# ---- block 1 ----
Figure 1. Where the registers sit (block 1).
Scale bar: 20 µm. Other sequential cells in the stronger grey, the rest of the logic in the fainter grey.
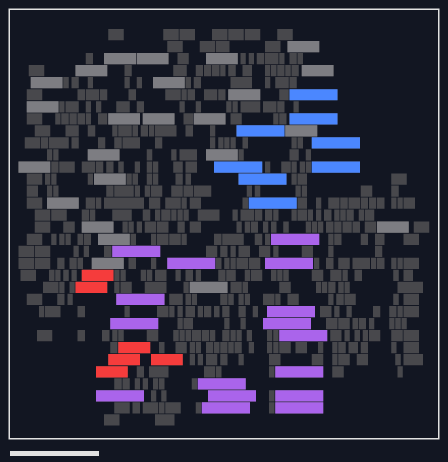

File: src/rtl/msi_cache_line_controller.sv
// ============================================================================
//  Module   : msi_cache_line_controller
//  Purpose  : Direct-mapped MSI line-state array with CPU front end, bus
//             request/grant back end, snoop handling and hit/miss counters.
//  Revision : 1.0
// ============================================================================
`default_nettype none

module msi_cache_line_controller #(
  parameter int INDEX_BITS  = 2,
  parameter int TAG_BITS    = 4,
  parameter int COUNT_WIDTH = 8
) (
  input  logic                           clock,
  input  logic                           reset,
  input  logic                           cpu_valid,
  input  logic                           cpu_write,
  input  logic [TAG_BITS+INDEX_BITS-1:0] cpu_addr,
  output logic                           cpu_ready,
  output logic                           cpu_done,
  output logic                           cpu_hit,
  output logic                           bus_req,
  output logic [1:0]                     bus_op,
  output logic [TAG_BITS+INDEX_BITS-1:0] bus_addr,
  output logic                           bus_writeback,
  input  logic                           bus_grant,
  input  logic                           snoop_valid,
  input  logic [1:0]                     snoop_op,
  input  logic [TAG_BITS+INDEX_BITS-1:0] snoop_addr,
  output logic                           snoop_flush,
  output logic [COUNT_WIDTH-1:0]         hit_count,
  output logic [COUNT_WIDTH-1:0]         miss_count
);

  localparam int AW    = TAG_BITS + INDEX_BITS;
  localparam int LINES = 1 << INDEX_BITS;

  localparam logic [1:0] C_ST_INV  = 2'b00;
  localparam logic [1:0] C_ST_EXCL = 2'b01;
  localparam logic [1:0] C_ST_SHRD = 2'b10;

  localparam logic [1:0] C_OP_RD  = 2'b00;
  localparam logic [1:0] C_OP_WR  = 2'b01;
  localparam logic [1:0] C_OP_INV = 2'b11;

  typedef enum logic [1:0] {
    S_IDLE   = 2'd0,
    S_LOOKUP = 2'd1,
    S_REQ    = 2'd2
  } state_t;

  state_t                 r_fsm;
  logic [1:0]             r_line [LINES];
  logic [TAG_BITS-1:0]    r_tag  [LINES];
  logic                   r_write;
  logic [AW-1:0]          r_addr;
  logic                   r_done;
  logic                   r_hit;
  logic                   r_flush;
  logic [COUNT_WIDTH-1:0] r_hits;
  logic [COUNT_WIDTH-1:0] r_misses;

  logic [INDEX_BITS-1:0]  w_idx;
  logic [TAG_BITS-1:0]    w_tag;
  logic [1:0]             w_cur_state;
  logic [TAG_BITS-1:0]    w_cur_tag;
  logic                   w_match;
  logic [1:0]             w_op;
  logic                   w_grant;

  logic [INDEX_BITS-1:0]  w_snp_idx;
  logic [TAG_BITS-1:0]    w_snp_tag;
  logic [1:0]             w_snp_state;
  logic                   w_snp_match;
  logic [1:0]             w_snp_next;
  logic                   w_snp_flush;

  assign w_idx       = r_addr[INDEX_BITS-1:0];
  assign w_tag       = r_addr[AW-1:INDEX_BITS];
  assign w_cur_state = r_line[w_idx];
  assign w_cur_tag   = r_tag[w_idx];
  assign w_match     = (w_cur_state != C_ST_INV) && (w_cur_tag == w_tag);

  // Derived from the live line state so a snoop during REQ re-shapes the request.
  always_comb begin
    w_op = C_OP_RD;
    if (r_write) begin
      w_op = (w_match && (w_cur_state == C_ST_SHRD)) ? C_OP_INV : C_OP_WR;
    end
  end

  assign w_snp_idx   = snoop_addr[INDEX_BITS-1:0];
  assign w_snp_tag   = snoop_addr[AW-1:INDEX_BITS];
  assign w_snp_state = r_line[w_snp_idx];
  assign w_snp_match = snoop_valid && (w_snp_state != C_ST_INV) && (r_tag[w_snp_idx] == w_snp_tag);

  always_comb begin
    w_snp_next  = w_snp_state;
    w_snp_flush = 1'b0;
    if (w_snp_state == C_ST_EXCL) begin
      if (snoop_op == C_OP_RD) begin
        w_snp_next  = C_ST_SHRD;
        w_snp_flush = 1'b1;
      end else if (snoop_op == C_OP_WR) begin
        w_snp_next  = C_ST_INV;
        w_snp_flush = 1'b1;
      end
    end else if (w_snp_state == C_ST_SHRD) begin
      if ((snoop_op == C_OP_WR) || (snoop_op == C_OP_INV)) begin
        w_snp_next = C_ST_INV;
      end
    end
  end

  // A grant colliding with a snoop is dropped; the request stays pending.
  assign w_grant = (r_fsm == S_REQ) && bus_grant && !snoop_valid;

  always_ff @(posedge clock) begin
    if (reset) begin
      r_fsm    <= S_IDLE;
      r_write  <= 1'b0;
      r_addr   <= '0;
      r_done   <= 1'b0;
      r_hit    <= 1'b0;
      r_flush  <= 1'b0;
      r_hits   <= '0;
      r_misses <= '0;
      for (int i = 0; i < LINES; i++) begin
        r_line[i] <= C_ST_INV;
        r_tag[i]  <= '0;
      end
    end else begin
      r_done  <= 1'b0;
      r_hit   <= 1'b0;
      r_flush <= w_snp_match && w_snp_flush;

      if (w_snp_match) begin
        r_line[w_snp_idx] <= w_snp_next;
      end else if (w_grant) begin
        r_line[w_idx] <= r_write ? C_ST_EXCL : C_ST_SHRD;
        r_tag[w_idx]  <= w_tag;
      end

      case (r_fsm)
        S_IDLE: begin
          if (cpu_valid) begin
            r_write <= cpu_write;
            r_addr  <= cpu_addr;
            r_fsm   <= S_LOOKUP;
          end
        end
        S_LOOKUP: begin
          if (!snoop_valid) begin
            if (w_match && (!r_write || (w_cur_state == C_ST_EXCL))) begin
              r_done <= 1'b1;
              r_hit  <= 1'b1;
              r_fsm  <= S_IDLE;
              if (r_hits != '1) r_hits <= r_hits + 1'b1;
            end else if (w_match) begin
              r_fsm <= S_REQ;
              if (r_hits != '1) r_hits <= r_hits + 1'b1;
            end else begin
              r_fsm <= S_REQ;
              if (r_misses != '1) r_misses <= r_misses + 1'b1;
            end
          end
        end
        S_REQ: begin
          if (w_grant) begin
            r_done <= 1'b1;
            r_hit  <= (w_op == C_OP_INV);
            r_fsm  <= S_IDLE;
          end
        end
        default: r_fsm <= S_IDLE;
      endcase
    end
  end

  assign cpu_ready     = !reset && (r_fsm == S_IDLE);
  assign cpu_done      = r_done;
  assign cpu_hit       = r_hit;
  assign bus_req       = (r_fsm == S_REQ);
  assign bus_op        = bus_req ? w_op : C_OP_RD;
  assign bus_addr      = bus_req ? r_addr : '0;
  assign bus_writeback = bus_req && (w_cur_state == C_ST_EXCL) && (w_cur_tag != w_tag);
  assign snoop_flush   = r_flush;
  assign hit_count     = r_hits;
  assign miss_count    = r_misses;

endmodule

`default_nettype wire

File: config.mk
export PLATFORM = sky130hd
export DESIGN_NAME = msi_cache_line_controller
export DESIGN_NICKNAME = d
export VERILOG_FILES = /design/src/rtl/msi_cache_line_controller.sv
export SDC_FILE = /design/constraint.sdc
export NUM_CORES = 1
export LEC_CHECK = 0
export ABC_AREA = 1
export ABC_CLOCK_PERIOD_IN_PS = 2400
export CAP_MARGIN = 20
export CELL_PAD_IN_SITES_DETAIL_PLACEMENT = 0
export CELL_PAD_IN_SITES_GLOBAL_PLACEMENT = 1
export CORE_MARGIN = 1.5
export CORE_UTILIZATION = 35
export DETAILED_ROUTE_END_ITERATION = 16
export GPL_ROUTABILITY_DRIVEN = 1
export MAX_ROUTING_LAYER = met4
export PLACE_DENSITY = 0.84
export SYNTH_ARGS = -nofsm -noshare
export SYNTH_HDL_FRONTEND = slang
export SYNTH_SLANG_ARGS = --single-unit
File: constraint.sdc
create_clock -name clock -period 2.4 [get_ports clock]
set_input_delay 0.48 -clock clock [delete_from_list [all_inputs] [get_ports clock]]
set_output_delay 0.48 -clock clock [all_outputs]
set_load 0.02 [all_outputs]
# ---- block 2 ----
## src/rtl/hazard_ctrl.sv

```systemverilog
// hazard_ctrl: pipeline stall/flush sequencing for the 5-stage core.
// Resolves trap, taken branch, multi-cycle MDU and load-use hazards,
// holds fetch on instruction-memory wait, and counts PC stall cycles.
module hazard_ctrl #(
    parameter int unsigned MDU_LAT = 4,
    parameter int unsigned CNT_W   = 4
) (
    input  logic        clk,
    input  logic        rst,
    input  logic        trap,
    input  logic        ex_branch_taken,
    input  logic        ex_mdu_start,
    input  logic        ex_mem_read,
    input  logic [4:0]  ex_rd,
    input  logic [4:0]  id_rs1,
    input  logic [4:0]  id_rs2,
    input  logic        id_use_rs1,
    input  logic        id_use_rs2,
    input  logic        imem_ready,
    output logic        pc_stall,
    output logic        if_id_stall,
    output logic        if_id_flush,
    output logic        id_ex_stall,
    output logic        id_ex_flush,
    output logic        ex_mem_flush,
    output logic        mdu_busy,
    output logic [31:0] stall_cycles
);

    localparam int unsigned STALL_W = 32;
    // Countdown preload: the start cycle and the release cycle are not counted.
    localparam logic [CNT_W-1:0] CNT_LOAD = CNT_W'(MDU_LAT - 2);

    typedef enum logic {
        RUN = 1'b0,
        MDU = 1'b1
    } state_t;

    state_t             state_q;
    state_t             state_d;
    logic [CNT_W-1:0]   cnt_q;
    logic [CNT_W-1:0]   cnt_d;
    logic [STALL_W-1:0] stall_cnt_q;
    logic               mdu_busy_q;
    logic               ldu;

    // Load-use: EX load writes a register the ID instruction reads (x0 excluded).
    assign ldu = ex_mem_read && (ex_rd != 5'd0) &&
                 ((id_use_rs1 && (id_rs1 == ex_rd)) ||
                  (id_use_rs2 && (id_rs2 == ex_rd)));

    // State and MDU countdown register.
    always_ff @(posedge clk) begin
        if (rst) begin
            state_q <= RUN;
            cnt_q   <= '0;
        end else begin
            state_q <= state_d;
            cnt_q   <= cnt_d;
        end
    end

    // Next-state and countdown update.
    always_comb begin
        state_d = state_q;
        cnt_d   = cnt_q;
        case (state_q)
            RUN: begin
                if (trap || ex_branch_taken) begin
                    state_d = RUN;
                end else if (ex_mdu_start) begin
                    state_d = MDU;
                    cnt_d   = CNT_LOAD;
                end
            end
            MDU: begin
                if (trap) begin
                    state_d = RUN;
                    cnt_d   = '0;
                end else if (cnt_q != '0) begin
                    cnt_d = cnt_q - CNT_W'(1);
                end else begin
                    state_d = RUN;
                end
            end
            default: begin
                state_d = RUN;
                cnt_d   = '0;
            end
        endcase
    end

    // Mealy stall/flush decode; everything forced low during reset.
    always_comb begin
        pc_stall     = 1'b0;
        if_id_stall  = 1'b0;
        if_id_flush  = 1'b0;
        id_ex_stall  = 1'b0;
        id_ex_flush  = 1'b0;
        ex_mem_flush = 1'b0;
        if (!rst) begin
            case (state_q)
                RUN: begin
                    if (trap) begin
                        if_id_flush  = 1'b1;
                        id_ex_flush  = 1'b1;
                        ex_mem_flush = 1'b1;
                    end else if (ex_branch_taken) begin
                        if_id_flush  = 1'b1;
                        id_ex_flush  = 1'b1;
                    end else if (ex_mdu_start) begin
                        pc_stall     = 1'b1;
                        if_id_stall  = 1'b1;
                        id_ex_stall  = 1'b1;
                        ex_mem_flush = 1'b1;
                    end else if (ldu) begin
                        pc_stall     = 1'b1;
                        if_id_stall  = 1'b1;
                        id_ex_flush  = 1'b1;
                    end else if (!imem_ready) begin
                        pc_stall     = 1'b1;
                        if_id_flush  = 1'b1;
                    end
                end
                MDU: begin
                    if (trap) begin
                        if_id_flush  = 1'b1;
                        id_ex_flush  = 1'b1;
                        ex_mem_flush = 1'b1;
                    end else if (cnt_q != '0) begin
                        pc_stall     = 1'b1;
                        if_id_stall  = 1'b1;
                        id_ex_stall  = 1'b1;
                        ex_mem_flush = 1'b1;
                    end
                end
                default: begin
                    pc_stall = 1'b0;
                end
            endcase
        end
    end

    // Registered busy flag, mirrors the MDU state.
    always_ff @(posedge clk) begin
        if (rst) begin
            mdu_busy_q <= 1'b0;
        end else begin
            mdu_busy_q <= (state_d == MDU);
        end
    end

    // Saturating count of cycles with the PC held.
    always_ff @(posedge clk) begin
        if (rst) begin
            stall_cnt_q <= '0;
        end else if (pc_stall && (stall_cnt_q != '1)) begin
            stall_cnt_q <= stall_cnt_q + STALL_W'(1);
        end
    end

    assign mdu_busy     = mdu_busy_q;
    assign stall_cycles = stall_cnt_q;

endmodule
```

## config.mk

```make
export PLATFORM = sky130hd
export DESIGN_NAME = hazard_ctrl
export DESIGN_NICKNAME = d
export VERILOG_FILES = /design/src/rtl/hazard_ctrl.sv
export SDC_FILE = /design/constraint.sdc
export NUM_CORES = 1
export LEC_CHECK = 0
export CAP_MARGIN = 10
export CORE_ASPECT_RATIO = 0.5
export CORE_MARGIN = 1.5
export CORE_UTILIZATION = 45
export DETAILED_ROUTE_END_ITERATION = 10
export PLACE_DENSITY = 0.82
export SLEW_MARGIN = 20
export SYNTH_ARGS = -nofsm -noshare
export SYNTH_HDL_FRONTEND = slang
export SYNTH_SLANG_ARGS = --single-unit
```

## constraint.sdc

```tcl
create_clock -name clk -period 3.2 [get_ports clk]
set_clock_uncertainty 0.1 [all_clocks]
set_input_delay 0.8 -clock clk [delete_from_list [all_inputs] [get_ports clk]]
set_output_delay 0.8 -clock clk [all_outputs]
set_load 0.1 [all_outputs]
```

Figure 2. Routing congestion map (block 1).
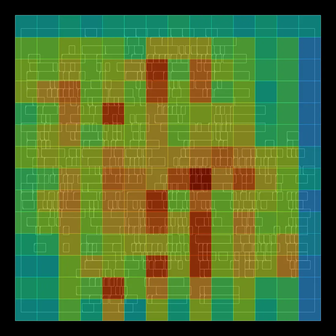
met1 Track Usage GR: 0.251
Most Used Layer, Global Route: met2
final core occ: 0.492
routed len/inst: 12.7 µm
GR met2 Demand/Resource: 0.272

Notes on Figure 1 above:
- blue: r_line (flops 8)
- red: r_addr (flops 6; where bottom left)
- purple: r_tag (flops 16)
- not coloured: 24
register area: 1330 µm²
Seq power: 1.14 mW
flop share of the area: 0.323

==> out/qor.csv, block 1 <==
metric;value;unit
outcome;complete, no violations;
initial antenna violation count;0;
H-tree depth;2;
Core Region;8340;µm²
setup_tns;0;ps
max_cap viols;0;
Vias/cell;4.76;
WL met3;363;µm
Yosys Chip Area;3070;µm²
via count;2972;
root buf cell;clkbuf_8;
Worst R2R Setup Slack;430;ps
First DRT Iteration DRCs;199;
commonest cells in the netlist;nand2_1 (113), nor2_1 (56), nand3_1 (50);
mi-comb count;310;
largest net degree at the start of global routing;18;
worst r2r path cells;10;
number of port buffers;49;
CP bufs+invs;2;
XOR Share, Synth;0.0424;
clock latency on the worst-skew pair;310;ps
Non-Clock Inverter Count;49;
Final nets;543;
most common logic cells in the final layout;nand2_1 (113), nor2_1 (56), nand3_1 (50), buf_4 (50), inv_1 (45);
post-layout period usage;0.979;
metal2 WL;3430;µm
Yosys reg bits;54;
hold path depth;2;
==> block 1: timing repair <==
item                                    CTS  global route
endpoints found under the setup margin    6            14
pin swaps                                 0             1
buffers inserted                          0             1
gates resized                             9             9
hold buffers                              0             0
==> block 1: path summary, 6_finish.rpt <==
path	from	end
worst max register to register	r_fsm[0]	r_line[0][0]
worst min-delay path	r_fsm[0]	r_fsm[0]
worst min register to register	r_fsm[0]	r_fsm[0]
worst max-delay path	register	bus_op[1]
==> block 1: where the power goes <==
group          switching, mW  internal, mW  total [mW]
logic                  0.630         0.440        1.07
clock network          0.292         0.203       0.496
registers             0.0849          1.05        1.14
Figure 3. Routing congestion map (block 2).
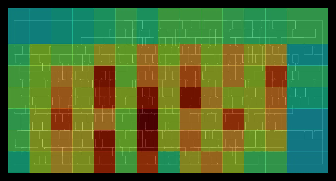
final core occ: 0.680
GR met2 Demand/Resource: 0.404

==> out/qor.csv, block 2 <==
metric;value;unit
outcome;finished, violations left;
failing checks;negative setup slack;
CP Capture Point;id_ex_flush;
Pwr Density;331;nW/µm²
Starting Density;0.489;
Finish-stage setup viols;4;
Non-Clock Buffer Count;79;
min cycle time layout;3440;ps
seq_cells;37;
OpenROAD warning count;30;
comb pwr;238;µW
Total GRT Usage;0.235;
Tot Pwr;1.03;mW
AND-OR/OR-AND Cells, Area Fraction;0.186;
Post-CTS Hold Buffers;0;
Num CTS Buffers;5;
Longest Clk Path Bufs;2;
Largest Pwr Group;sequential cells;
max_cap viols;0;
1st-pass router iterations;4;
setup slack after layout;-238;ps
worst-path fanout max;2;
Yosys Chip Area;2240;µm²
block 2: registers in the layout, indices dropped and copies added (netlist names):
signal	count
cnt_q	4
mdu_busy	1
stall_cycles	32
block 2: per-stage QoR:
stage / worst slack [ps] / TNS, ps / instance area (µm²)
floorplan: -250 / -503 / 2350
global placement: -550 / -2600 / 2960
detailed placement: -584 / -4400 / 2960
CTS: -214 / -488 / 3090
global route: -286 / -765 / 3120
finish: -238 / -587 / 3120
block 2: per-layer routing:
metal,vias up,GRT usage,routed length [µm]
met5,-,0,0
met2,52,0.404,3040
li1,1182,-,-
met1,1160,0.293,2770
met4,0,0.0788,59
met3,6,0.0542,257

## Gallery

I/O nets highlighted.
Scale bar: 20 µm.
shot_01.png
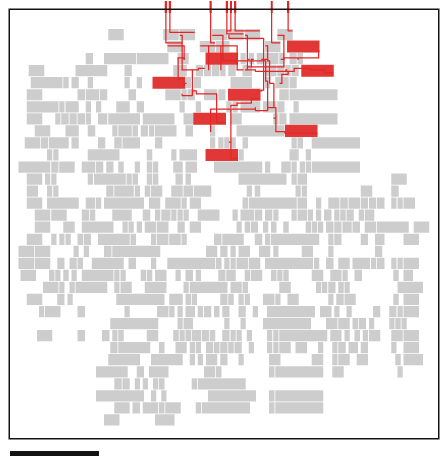
shot_02.png
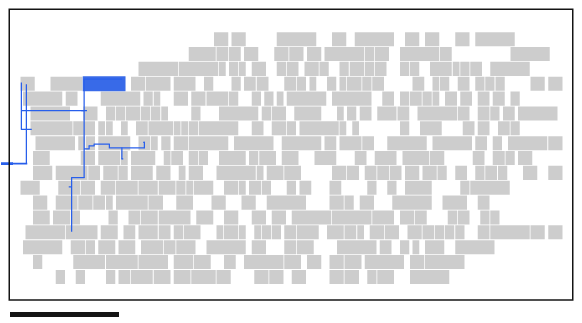
shot_01.png comes from block 1.
shot_02.png comes from block 2.
The one with the largest die is shot_01.png.
The one with the most cells is shot_01.png.


# ---- block 3 ----
Figure 4. Routing congestion map (block 3).
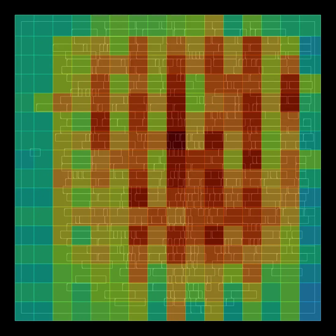

--- src/rtl/riscv_pkg.sv ---
// Shared constants for the bimodal branch history table: counter encodings,
// sweep FSM states and the PC bit where the table index starts.
package riscv_pkg;

    localparam logic [1:0] CTR_SNT = 2'b00;
    localparam logic [1:0] CTR_WNT = 2'b01;
    localparam logic [1:0] CTR_WT  = 2'b10;
    localparam logic [1:0] CTR_ST  = 2'b11;

    typedef enum logic {
        ST_INIT = 1'b0,
        ST_RUN  = 1'b1
    } bht_state_e;

    // Instructions are word aligned, so PC[1:0] carry no index information.
    localparam int PC_IDX_LSB = 2;

endpackage

--- src/rtl/bht_sat_ctr.sv ---
// Two-bit saturating counter next-state logic: taken counts up towards
// strongly-taken, not-taken counts down towards strongly-not-taken.
module bht_sat_ctr
    import riscv_pkg::*;
(
    input  logic [1:0] ctr,
    input  logic       taken,
    output logic [1:0] next_ctr
);

    always_comb begin
        next_ctr = ctr;
        if (taken) begin
            if (ctr != CTR_ST) next_ctr = ctr + 2'd1;
        end else begin
            if (ctr != CTR_SNT) next_ctr = ctr - 2'd1;
        end
    end

endmodule

--- src/rtl/branch_predictor_bht.sv ---
// Bimodal branch history table with a post-reset init sweep.
// Optional macro BHT_PERF_CNT_EN adds branch and mispredict counters.
module branch_predictor_bht
    import riscv_pkg::*;
#(
    parameter int         INDEX_BITS = 6,
    parameter logic [1:0] INIT_CTR   = 2'b01
) (
    input  logic        clk,
    input  logic        rst,
    input  logic        fetch_valid,
    input  logic [31:0] fetch_pc,
    output logic        pred_valid,
    output logic        pred_taken,
    input  logic        upd_valid,
    input  logic [31:0] upd_pc,
    input  logic        upd_taken,
    input  logic        upd_pred,
    output logic        mispredict,
    output logic        ready
`ifdef BHT_PERF_CNT_EN
    ,
    output logic [31:0] br_count,
    output logic [31:0] mis_count
`endif
);

    localparam int ENTRIES = 1 << INDEX_BITS;

    logic [1:0]            table_mem [ENTRIES];
    bht_state_e            state, state_next;
    logic [INDEX_BITS-1:0] init_idx, init_idx_next;
    logic [INDEX_BITS-1:0] fidx, uidx;
    logic [1:0]            upd_ctr, upd_ctr_next;
    logic                  wr_en;
    logic [INDEX_BITS-1:0] wr_idx;
    logic [1:0]            wr_data;
    logic                  run, upd_fire;
    logic                  unused_pc_bits;

    assign fidx     = fetch_pc[PC_IDX_LSB +: INDEX_BITS];
    assign uidx     = upd_pc[PC_IDX_LSB +: INDEX_BITS];
    assign run      = (state == ST_RUN);
    assign upd_fire = run && upd_valid;
    assign ready    = run;
    assign upd_ctr  = table_mem[uidx];

    // Upper PC bits intentionally alias into the same entry.
    assign unused_pc_bits = ^{fetch_pc[31:PC_IDX_LSB+INDEX_BITS], fetch_pc[PC_IDX_LSB-1:0],
                              upd_pc[31:PC_IDX_LSB+INDEX_BITS], upd_pc[PC_IDX_LSB-1:0]};

    bht_sat_ctr u_sat_ctr (
        .ctr      (upd_ctr),
        .taken    (upd_taken),
        .next_ctr (upd_ctr_next)
    );

    always_ff @(posedge clk) begin
        if (rst) begin
            state    <= ST_INIT;
            init_idx <= '0;
        end else begin
            state    <= state_next;
            init_idx <= init_idx_next;
        end
    end

    // The single write port is owned by the sweep in INIT and by training in RUN.
    always_comb begin
        state_next    = state;
        init_idx_next = init_idx;
        wr_en         = 1'b0;
        wr_idx        = uidx;
        wr_data       = upd_ctr_next;
        case (state)
            ST_INIT: begin
                wr_en         = 1'b1;
                wr_idx        = init_idx;
                wr_data       = INIT_CTR;
                init_idx_next = init_idx + INDEX_BITS'(1);
                if (&init_idx) state_next = ST_RUN;
            end
            ST_RUN: begin
                wr_en = upd_valid;
            end
            default: begin
                state_next = ST_INIT;
            end
        endcase
    end

    always_ff @(posedge clk) begin
        if (wr_en && !rst) table_mem[wr_idx] <= wr_data;
    end

    // Lookup reads the pre-update counter when it collides with a training write.
    always_ff @(posedge clk) begin
        if (rst) begin
            pred_valid <= 1'b0;
            pred_taken <= 1'b0;
            mispredict <= 1'b0;
        end else begin
            pred_valid <= run && fetch_valid;
            pred_taken <= run && fetch_valid && table_mem[fidx][1];
            mispredict <= upd_fire && (upd_taken ^ upd_pred);
        end
    end

`ifdef BHT_PERF_CNT_EN
    always_ff @(posedge clk) begin
        if (rst) begin
            br_count  <= '0;
            mis_count <= '0;
        end else if (upd_fire) begin
            br_count <= br_count + 32'd1;
            if (upd_taken != upd_pred) mis_count <= mis_count + 32'd1;
        end
    end
`endif

endmodule

--- config.mk ---
export PLATFORM = sky130hd
export DESIGN_NAME = branch_predictor_bht
export DESIGN_NICKNAME = d
export VERILOG_FILES = /design/src/rtl/riscv_pkg.sv /design/src/rtl/bht_sat_ctr.sv /design/src/rtl/branch_predictor_bht.sv
export SDC_FILE = /design/constraint.sdc
export NUM_CORES = 1
export LEC_CHECK = 0
export CAP_MARGIN = 20
export CORE_MARGIN = 2
export CORE_UTILIZATION = 56
export DETAILED_ROUTE_END_ITERATION = 10
export HOLD_SLACK_MARGIN = 0.05
export PLACE_DENSITY = 0.84
export SETUP_SLACK_MARGIN = 0.2
export SLEW_MARGIN = 30
export SYNTH_ARGS = -nofsm -noshare
export SYNTH_HDL_FRONTEND = slang
export SYNTH_SLANG_ARGS = --single-unit
--- constraint.sdc ---
create_clock -name clk -period 7.1 [get_ports clk]
set_input_delay 1.42 -clock clk [delete_from_list [all_inputs] [get_ports clk]]
set_output_delay 1.42 -clock clk [all_outputs]
set_load 0.02 [all_outputs]
# ---- block 4 ----
**config.mk**
```make
export PLATFORM = sky130hd
export DESIGN_NAME = fetch_sequencer
export DESIGN_NICKNAME = d
export VERILOG_FILES = /design/src/rtl/fetch_sequencer.sv
export SDC_FILE = /design/constraint.sdc
export NUM_CORES = 1
export LEC_CHECK = 0
export CORE_UTILIZATION = 48
export CTS_BUF_LIST = sky130_fd_sc_hd__clkbuf_4
export CTS_CLUSTER_SIZE = 24
export DETAILED_ROUTE_END_ITERATION = 7
export GPL_TIMING_DRIVEN = 0
export MAX_ROUTING_LAYER = met4
export PLACE_DENSITY = 0.84
export SYNTH_ARGS = -nofsm -noshare
export SYNTH_HDL_FRONTEND = slang
export SYNTH_SLANG_ARGS = --single-unit
export TNS_END_PERCENT = 10
```
**constraint.sdc**
```tcl
create_clock -name clk -period 1.95 [get_ports clk]
set_input_delay 0.2925 -clock clk [delete_from_list [all_inputs] [get_ports clk]]
set_output_delay 0.2925 -clock clk [all_outputs]
set_load 0.02 [all_outputs]
```
**src/rtl/fetch_sequencer.sv**
```systemverilog
// Instruction fetch/decode/execute sequencer driving PC control strobes.
// Strobes decode from the registered state and IR, so each is held a full clock period.
module fetch_sequencer #(
  parameter int unsigned MEM_TIMEOUT = 8
) (
  input  logic        clk,
  input  logic        reset,
  input  logic        run,
  input  logic        mem_ack,
  input  logic [15:0] mem_rdata,
  input  logic        exec_done,
  input  logic        cond_true,
  output logic        mem_req,
  output logic [15:0] ir,
  output logic        exec_start,
  output logic        pc_reset,
  output logic        pc_load,
  output logic        pc_jump,
  output logic        pc_inc,
  output logic        halted,
  output logic        fault,
  output logic [15:0] instr_count
);

  typedef enum logic [2:0] {
    S_IDLE,
    S_FETCH,
    S_DECODE,
    S_EXEC,
    S_UPDATE,
    S_PAUSE,
    S_HALT,
    S_FAULT
  } state_t;

  localparam logic [7:0] TMO_LAST = 8'(MEM_TIMEOUT - 1);

  state_t      r_state;
  state_t      w_next;
  logic [7:0]  r_wait;
  logic        r_cond;
  logic [15:0] r_ir;
  logic [15:0] r_count;
  logic [3:0]  w_op;

  assign w_op        = r_ir[15:12];
  assign ir          = r_ir;
  assign instr_count = r_count;

  always_ff @(posedge clk or posedge reset) begin
    if (reset) r_state <= S_IDLE;
    else       r_state <= w_next;
  end

  // An ack in the final wait cycle takes priority over the timeout.
  always_comb begin
    w_next = r_state;
    case (r_state)
      S_IDLE:   if (run) w_next = S_FETCH;
      S_FETCH: begin
        if (mem_ack)                 w_next = S_DECODE;
        else if (r_wait == TMO_LAST) w_next = S_FAULT;
      end
      S_DECODE: w_next = (w_op == 4'hF) ? S_HALT : S_EXEC;
      S_EXEC:   if (exec_done) w_next = S_UPDATE;
      S_UPDATE: w_next = run ? S_FETCH : S_PAUSE;
      S_PAUSE:  if (run) w_next = S_FETCH;
      S_HALT:   w_next = S_HALT;
      S_FAULT:  w_next = S_FAULT;
      default:  w_next = S_IDLE;
    endcase
  end

  always_ff @(posedge clk or posedge reset) begin
    if (reset) begin
      r_wait  <= '0;
      r_cond  <= 1'b0;
      r_ir    <= '0;
      r_count <= '0;
    end else begin
      r_wait <= (r_state == S_FETCH && !mem_ack) ? r_wait + 8'd1 : '0;
      if (r_state == S_FETCH && mem_ack)  r_ir    <= mem_rdata;
      if (r_state == S_EXEC && exec_done) r_cond  <= cond_true;
      if (r_state == S_UPDATE)            r_count <= r_count + 16'd1;
    end
  end

  always_comb begin
    mem_req    = 1'b0;
    exec_start = 1'b0;
    pc_reset   = 1'b0;
    pc_load    = 1'b0;
    pc_jump    = 1'b0;
    pc_inc     = 1'b0;
    halted     = 1'b0;
    fault      = 1'b0;
    case (r_state)
      S_IDLE:   pc_reset   = 1'b1;
      S_FETCH:  mem_req    = 1'b1;
      S_DECODE: exec_start = (w_op != 4'hF);
      S_UPDATE: begin
        if (w_op == 4'hE)                pc_load = 1'b1;
        else if (w_op == 4'hD && r_cond) pc_jump = 1'b1;
        else                             pc_inc  = 1'b1;
      end
      S_HALT:   halted     = 1'b1;
      S_FAULT:  fault      = 1'b1;
      default:  ;
    endcase
  end

endmodule

```
# ---- block 5 ----
===== src/rtl/ps2_key_rx.sv =====
// PS/2 keyboard receiver: pin synchronisation, glitch filtering, 11-bit framing
// with odd parity and bit-gap timeout, and E0/F0 prefix decoding into key events.

module ps2_key_rx_filter #(
    parameter int unsigned C_filter_len = 8
) (
    input  logic clk,
    input  logic reset,
    input  logic pin_i,
    output logic filt_o
);
    localparam int unsigned C_CNT_W = $clog2(C_filter_len + 1);
    localparam logic [C_CNT_W-1:0] C_CNT_LAST = C_CNT_W'(C_filter_len - 1);

    logic               meta_q;
    logic               sync_q;
    logic               filt_q, filt_d;
    logic [C_CNT_W-1:0] cnt_q, cnt_d;

    // The filtered level only moves after a full run of differing samples;
    // any sample equal to the current level restarts the run.
    always_comb begin
        filt_d = filt_q;
        cnt_d  = '0;
        if (sync_q != filt_q) begin
            if (cnt_q == C_CNT_LAST) begin
                filt_d = sync_q;
            end else begin
                cnt_d = cnt_q + C_CNT_W'(1);
            end
        end
    end

    always_ff @(posedge clk) begin
        if (reset) begin
            meta_q <= 1'b1;
            sync_q <= 1'b1;
            filt_q <= 1'b1;
            cnt_q  <= '0;
        end else begin
            meta_q <= pin_i;
            sync_q <= meta_q;
            filt_q <= filt_d;
            cnt_q  <= cnt_d;
        end
    end

    assign filt_o = filt_q;
endmodule

module ps2_key_rx #(
    parameter int unsigned C_clk_freq_hz = 25000000,
    parameter int unsigned C_filter_len  = 8,
    parameter int unsigned C_timeout_us  = 2000
) (
    input  logic       clk,
    input  logic       reset,
    input  logic       ps2clk,
    input  logic       ps2data,
    output logic       key_valid,
    output logic [7:0] key_code,
    output logic       key_ext,
    output logic       key_release,
    output logic       frame_err,
    output logic       busy
);
    localparam int unsigned C_TO_CYCLES = C_clk_freq_hz / 1000000 * C_timeout_us;
    localparam int unsigned C_TO_W = $clog2(C_TO_CYCLES + 1);
    localparam logic [C_TO_W-1:0] C_TO_LAST = C_TO_W'(C_TO_CYCLES);

    typedef enum logic [1:0] {
        S_IDLE,
        S_DATA,
        S_PARITY,
        S_STOP
    } state_t;

    logic              clk_filt;
    logic              data_filt;
    logic              clk_prev_q;
    logic              fall_q;

    state_t            state_q, state_d;
    logic [2:0]        bit_idx_q, bit_idx_d;
    logic [7:0]        shift_q, shift_d;
    logic              par_q, par_d;
    logic [C_TO_W-1:0] to_cnt_q, to_cnt_d;
    logic              timeout_fire;

    logic              rx_done_q, rx_done_d;
    logic              rx_ok_q, rx_ok_d;

    logic              ext_q, ext_d;
    logic              rel_q, rel_d;
    logic              evt_valid_q, evt_valid_d;
    logic              evt_err_q, evt_err_d;
    logic [7:0]        evt_code_q, evt_code_d;
    logic              evt_ext_q, evt_ext_d;
    logic              evt_rel_q, evt_rel_d;

    logic              key_valid_q, key_valid_d;
    logic [7:0]        key_code_q, key_code_d;
    logic              key_ext_q, key_ext_d;
    logic              key_rel_q, key_rel_d;
    logic              frame_err_q, frame_err_d;
    logic              busy_q, busy_d;

    ps2_key_rx_filter #(
        .C_filter_len(C_filter_len)
    ) u_clk_filt (
        .clk   (clk),
        .reset (reset),
        .pin_i (ps2clk),
        .filt_o(clk_filt)
    );

    ps2_key_rx_filter #(
        .C_filter_len(C_filter_len)
    ) u_data_filt (
        .clk   (clk),
        .reset (reset),
        .pin_i (ps2data),
        .filt_o(data_filt)
    );

    // An edge arriving on the terminal count wins over the timeout.
    assign timeout_fire = (state_q != S_IDLE) && !fall_q && (to_cnt_q == C_TO_LAST);

    always_comb begin
        state_d   = state_q;
        bit_idx_d = bit_idx_q;
        shift_d   = shift_q;
        par_d     = par_q;
        rx_done_d = 1'b0;
        rx_ok_d   = 1'b0;
        to_cnt_d  = to_cnt_q;

        if (fall_q || state_q == S_IDLE) begin
            to_cnt_d = '0;
        end else if (to_cnt_q != C_TO_LAST) begin
            to_cnt_d = to_cnt_q + C_TO_W'(1);
        end

        if (timeout_fire) begin
            state_d  = S_IDLE;
            to_cnt_d = '0;
        end else if (fall_q) begin
            case (state_q)
                S_IDLE: begin
                    if (!data_filt) begin
                        state_d   = S_DATA;
                        bit_idx_d = '0;
                    end
                end
                S_DATA: begin
                    shift_d   = {data_filt, shift_q[7:1]};
                    bit_idx_d = bit_idx_q + 3'd1;
                    if (bit_idx_q == 3'd7) begin
                        state_d = S_PARITY;
                    end
                end
                S_PARITY: begin
                    par_d   = data_filt;
                    state_d = S_STOP;
                end
                S_STOP: begin
                    state_d   = S_IDLE;
                    rx_done_d = 1'b1;
                    rx_ok_d   = data_filt & ((^shift_q) ^ par_q);
                end
                default: state_d = S_IDLE;
            endcase
        end
    end

    always_comb begin
        ext_d       = ext_q;
        rel_d       = rel_q;
        evt_valid_d = 1'b0;
        evt_err_d   = 1'b0;
        evt_code_d  = evt_code_q;
        evt_ext_d   = evt_ext_q;
        evt_rel_d   = evt_rel_q;

        if (rx_done_q) begin
            if (!rx_ok_q) begin
                evt_err_d = 1'b1;
                ext_d     = 1'b0;
                rel_d     = 1'b0;
            end else begin
                case (shift_q)
                    8'hE0: ext_d = 1'b1;
                    8'hF0: rel_d = 1'b1;
                    8'hAA, 8'hFA, 8'hFE, 8'hEE, 8'h00, 8'hFF: begin
                        ext_d = 1'b0;
                        rel_d = 1'b0;
                    end
                    default: begin
                        evt_valid_d = 1'b1;
                        evt_code_d  = shift_q;
                        evt_ext_d   = ext_q;
                        evt_rel_d   = rel_q;
                        ext_d       = 1'b0;
                        rel_d       = 1'b0;
                    end
                endcase
            end
        end

        if (timeout_fire) begin
            ext_d = 1'b0;
            rel_d = 1'b0;
        end
    end

    always_comb begin
        key_valid_d = evt_valid_q;
        key_code_d  = evt_valid_q ? evt_code_q : key_code_q;
        key_ext_d   = evt_valid_q ? evt_ext_q  : key_ext_q;
        key_rel_d   = evt_valid_q ? evt_rel_q  : key_rel_q;
        frame_err_d = evt_err_q | timeout_fire;
        busy_d      = (state_d != S_IDLE);
    end

    always_ff @(posedge clk) begin
        if (reset) begin
            clk_prev_q  <= 1'b1;
            fall_q      <= 1'b0;
            state_q     <= S_IDLE;
            bit_idx_q   <= '0;
            shift_q     <= '0;
            par_q       <= 1'b0;
            to_cnt_q    <= '0;
            rx_done_q   <= 1'b0;
            rx_ok_q     <= 1'b0;
            ext_q       <= 1'b0;
            rel_q       <= 1'b0;
            evt_valid_q <= 1'b0;
            evt_err_q   <= 1'b0;
            evt_code_q  <= '0;
            evt_ext_q   <= 1'b0;
            evt_rel_q   <= 1'b0;
            key_valid_q <= 1'b0;
            key_code_q  <= '0;
            key_ext_q   <= 1'b0;
            key_rel_q   <= 1'b0;
            frame_err_q <= 1'b0;
            busy_q      <= 1'b0;
        end else begin
            clk_prev_q  <= clk_filt;
            fall_q      <= clk_prev_q & ~clk_filt;
            state_q     <= state_d;
            bit_idx_q   <= bit_idx_d;
            shift_q     <= shift_d;
            par_q       <= par_d;
            to_cnt_q    <= to_cnt_d;
            rx_done_q   <= rx_done_d;
            rx_ok_q     <= rx_ok_d;
            ext_q       <= ext_d;
            rel_q       <= rel_d;
            evt_valid_q <= evt_valid_d;
            evt_err_q   <= evt_err_d;
            evt_code_q  <= evt_code_d;
            evt_ext_q   <= evt_ext_d;
            evt_rel_q   <= evt_rel_d;
            key_valid_q <= key_valid_d;
            key_code_q  <= key_code_d;
            key_ext_q   <= key_ext_d;
            key_rel_q   <= key_rel_d;
            frame_err_q <= frame_err_d;
            busy_q      <= busy_d;
        end
    end

    assign key_valid   = key_valid_q;
    assign key_code    = key_code_q;
    assign key_ext     = key_ext_q;
    assign key_release = key_rel_q;
    assign frame_err   = frame_err_q;
    assign busy        = busy_q;
endmodule


===== config.mk =====
export PLATFORM = sky130hd
export DESIGN_NAME = ps2_key_rx
export DESIGN_NICKNAME = d
export VERILOG_FILES = /design/src/rtl/ps2_key_rx.sv
export SDC_FILE = /design/constraint.sdc
export NUM_CORES = 1
export LEC_CHECK = 0
export CAP_MARGIN = 20
export CORE_MARGIN = 1
export CORE_UTILIZATION = 50
export CTS_BUF_LIST = sky130_fd_sc_hd__clkbuf_4
export CTS_CLUSTER_DIAMETER = 150
export DETAILED_ROUTE_END_ITERATION = 10
export PLACE_DENSITY_LB_ADDON = 0.08
export SYNTH_ARGS = -nofsm -noshare
export SYNTH_HDL_FRONTEND = slang
export SYNTH_SLANG_ARGS = --single-unit

===== constraint.sdc =====
create_clock -name clk -period 1.75 [get_ports clk]
set_clock_uncertainty 0.05 [all_clocks]
set_input_delay 0.525 -clock clk [delete_from_list [all_inputs] [get_ports clk]]
set_output_delay 0.525 -clock clk [all_outputs]
set_load 0.01 [all_outputs]

Figure 5. Where the registers sit (block 4).
Scale bar: 20 µm. Other sequential cells in the stronger grey, the rest of the logic in the fainter grey.
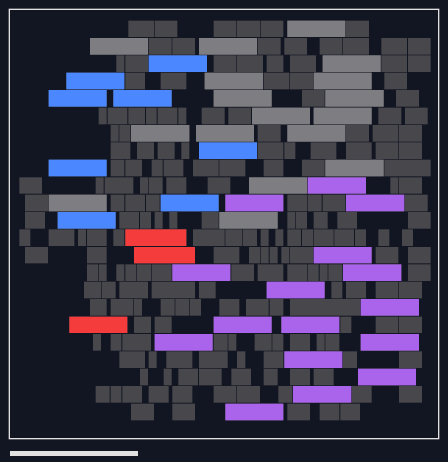
- red: r_state (flops 3)
- purple: instr_count (flops 16)
- blue: r_wait (flops 8)

==> out/qor.csv, block 4 <==
metric;value;unit
outcome;complete, no violations;
Logic pwr share;0.451;
clock share of power;0.163;
clock latency on the worst-skew pair;370;ps
Non-Clock Buffer Count;69;
top cells by area;dfrtp_1 (55%), mux2_2 (9.5%), xnor2_1 (6.5%), nor2_1 (3.0%), nand3_1 (2.7%);
max_cap viols;0;
Non-Clock Inverter Count;3;
First DRT Iteration DRCs;159;
CP startpoint kind;register;
Max Slew Vio Count;0;
GP Congestion;0.926;
number of port buffers;61;
largest net degree at the start of global routing;45;
worst-path fanout max;10;
CP bufs+invs;2;
top cell category;flip-flops and latches;
Pwr Density;1300;nW/µm²
Yosys reg bits;44;
OpenROAD warning count;27;
post-layout period usage;0.973;
Mapped Area;2020;µm²
CP Capture Point;exec_start;
chip area;4470;µm²
via count;1526;
CP Depth;4;
cell-internal power;2.29;mW
critical path arrival;1600;ps
setup_tns;0;ps
setup repair bufs after CTS;1;
==> block 4: power by group through the flow <==
stage | combinational, mW | sequential [mW] | clock (mW)
final | 1.63 | 1.39 | 0.588
after global routing | 1.76 | 1.43 | 0.648
after CTS | 1.64 | 1.39 | 0.605
after global placement | 1.61 | 1.39 | 0
after detailed placement | 1.66 | 1.41 | 0
after floorplan | 0.725 | 1.62 | 0
==> block 4: routing by layer <==
layer	vias up	global-route usage	wire length [µm]
li1	737	-	-
met1	720	0.278	1840
met2	57	0.321	1930
met3	12	0.0514	254
met4	0	0.0931	109
met5	-	-	0
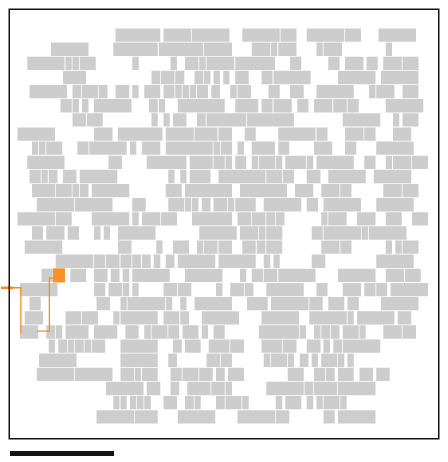
Figure 6: block 5, I/O nets highlighted.
Scale bar: 20 µm.
- orange: ps2data (bits 1; direction input; edge left; end cells 1; buffers 1; wire 23.7 µm)

Figure 7. Where the registers sit (block 5).
Scale bar: 20 µm. Other sequential cells in the stronger grey, the rest of the logic in the fainter grey.
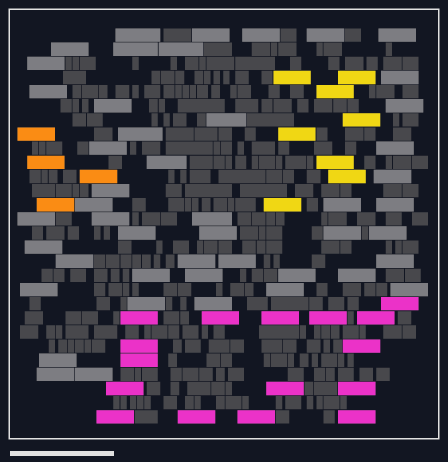
- magenta: to_cnt_q (flops 16)
- yellow: evt_code_q (flops 8; where top right)
- orange: u_clk_filt.cnt_q (flops 4)

==> out/qor.csv, block 5 <==
metric;value;unit
layout cell share with drive strength beyond 1;0.209;
Top non-seq family;simple AND/OR/NAND/NOR gates;
Core Region;6060;µm²
cell family with most CP delay;simple AND/OR/NAND/NOR gates;
CTS tree;done;
Setup WS pre-CTS;-76.0;ps
drt drc;0;
Post-CTS Hold Buffers;0;
Die Wd;82.4;µm
max_cap viols;0;
total nets after synthesis;372;
normalized max-slew margin;0.603;
Hold WS;366;ps
outcome;complete, no violations;
Logic pwr share;0.019;
## block 5: layout make-up
type	instances	area, µm²
flip-flops and latches	75	1520
repair buffers	49	410
well taps	75	93.8
clock inverters	2	7.51
clock buffers	10	75.1
fillers	545	2140
inverters	16	65.1
multi-input cells	245	1750
## block 5: layer usage
layer,wire (µm),part of all wire,up-vias
met5,0,0,-
met4,100,0.017,0
met3,186,0.032,9
met2,2550,0.44,26
met1,2910,0.51,1095
li1,-,-,1252
Figure 8. Met1 routing (block 3).
Scale bar: 20 µm. Supply wires on this layer in grey.
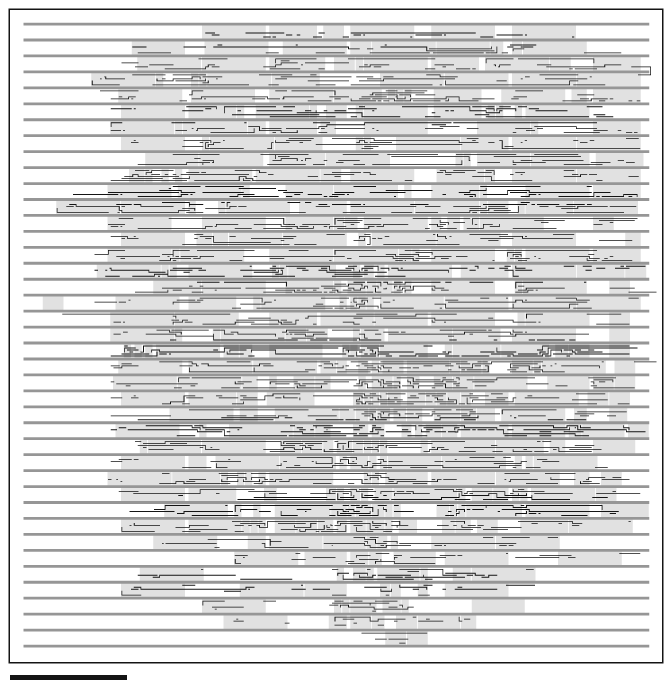
- wire length on this layer: 5,570 µm
- longest straight run: 40.9 µm

Figure 9. Where the registers sit (block 3).
Scale bar: 20 µm. Other sequential cells in the stronger grey, the rest of the logic in the fainter grey.
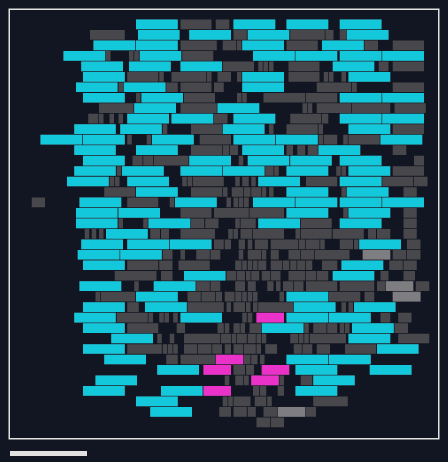
- magenta: init_idx (flops 6; where bottom middle)
- cyan: table_mem (flops 128; where all over the die)
- not coloured: 4
Seq power: 881 µW
register area: 4040 µm²
final core occ: 0.648
flop share of the area: 0.551

About Figure 4:
Most Used Layer, Global Route: met2
GR met2 Demand/Resource: 0.409
Total GRT Usage: 0.255
met3 usage: 0.0634
met1 Track Usage GR: 0.322

==> out/qor.csv, block 3 <==
metric;value;unit
first-pass GRT wire length;23100;µm
Seq pwr share;0.476;
ys flop type;edfxtp_1;
antenna cells;0;
Starting Density;0.568;
ys cells;421;
reg2reg end;table_mem[29][1];
clock-pin transition on the worst setup and hold timing paths;60;ps
Mux area share;0.203;
clock latency on the worst-skew pair;430;ps
Routed WL;14900;µm
Non-Clock Buffer Count;28;
initial antenna violation count;0;
outcome;complete, no violations;
Design Area, Final;7340;µm²
Final nets;515;
Post-Synthesis Cells;421;
logic share of the area;0.307;
Logic pwr share;0.059;
Top-area cell share;0.597;
Num CTS Buffers;17;
Max Fclk;228;MHz
row cnt;39;
## block 3: metal layers
layer,vias to the layer above,track usage,wire [µm]
li1,1704,-,-
met4,0,0.136,599
met5,-,0,0
met1,2011,0.322,5570
met3,55,0.0634,1230
met2,278,0.409,7530
## block 3: stage by stage
stage                     cells   util
after detailed placement    567  0.595
after global placement      567  0.595
after CTS                   598  0.646
after floorplan             421      -
after global routing        599  0.648
final                       599  0.648
## block 3: worst max-delay path, stage by stage
cell	delay (ps)
buf_2	640
mux4_2	620
mux4_2	490
nor3_1	190
nor3_1	140
a21oi_1	350
o22ai_4	240
buf_16	220
buf_4	190

==> gallery <==
Wiring by layer.
Only two layers are drawn.
image #1
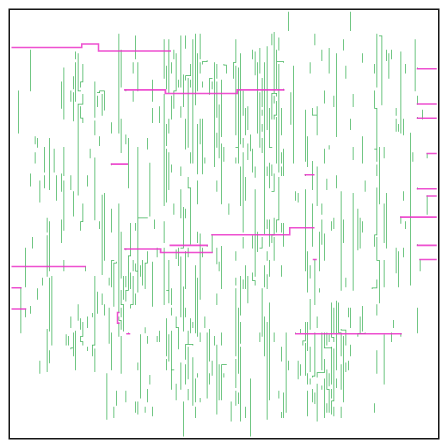
image #2
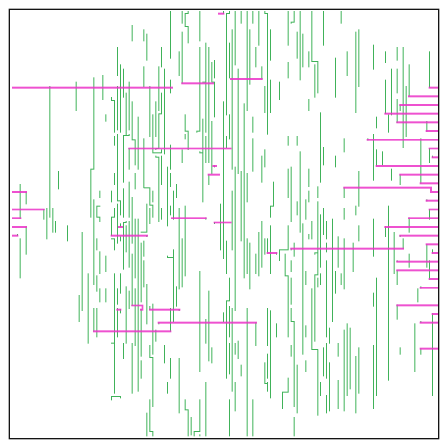
image #3
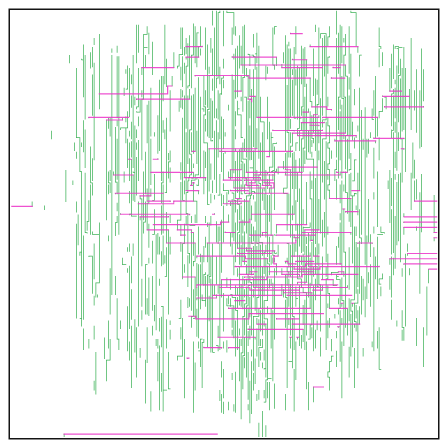
Image #1 comes from block 5.
Image #2 comes from block 4.
Image #3 comes from block 3.
Of these, least wire: image #2
Of these, most wire: image #3

Key to image #3:
- green: M2 (wire length 7,530 µm)
- magenta: M3 (wire length 1,230 µm)



==> layout pictures side by side <==
Met1 routing.
Scale bar: 20 µm. Supply wires on this layer in grey.
Plate I
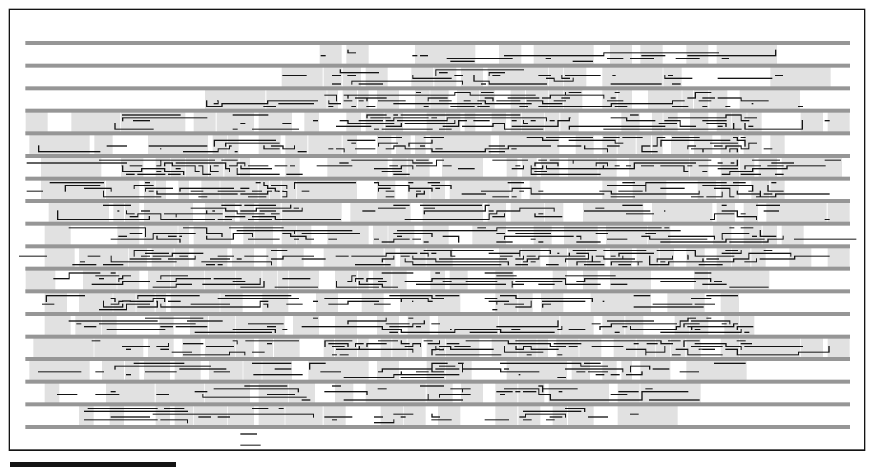
Plate II
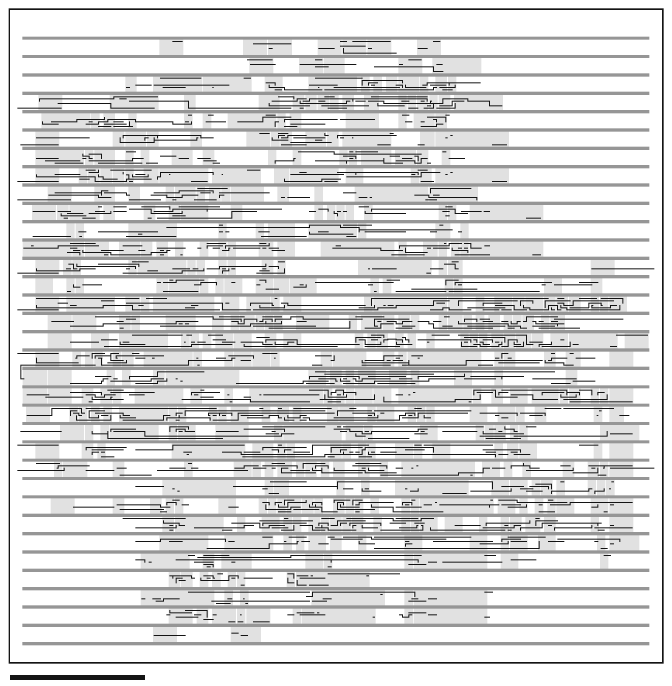
Plate III
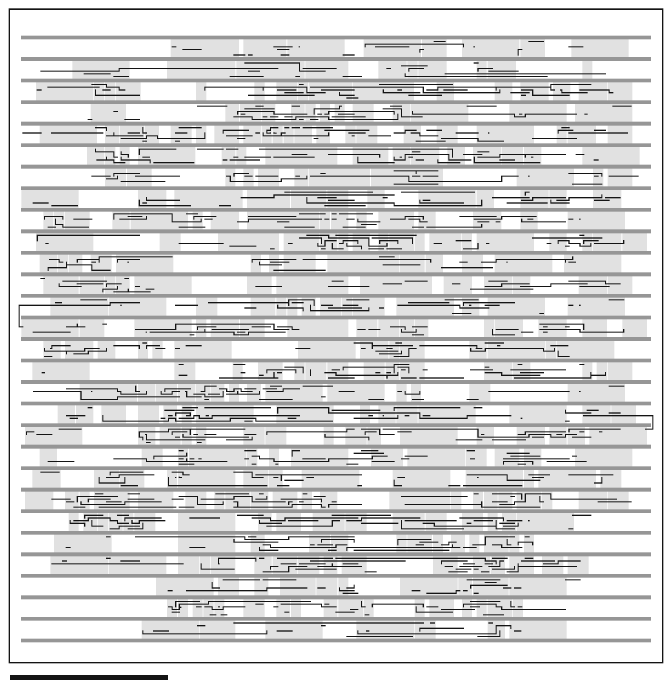
Plate IV
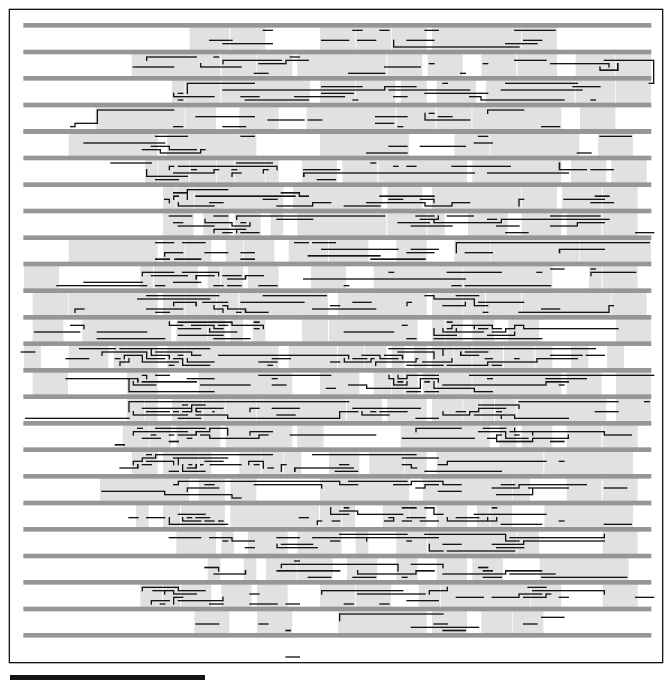
Plate II is block 1.
Plate III is block 5.
Plate IV is block 4.
Plate I is block 2.
The one with the smallest die is Plate IV.
The one with the largest die is Plate II.

Power is estimated from default activity; no workload was simulated.
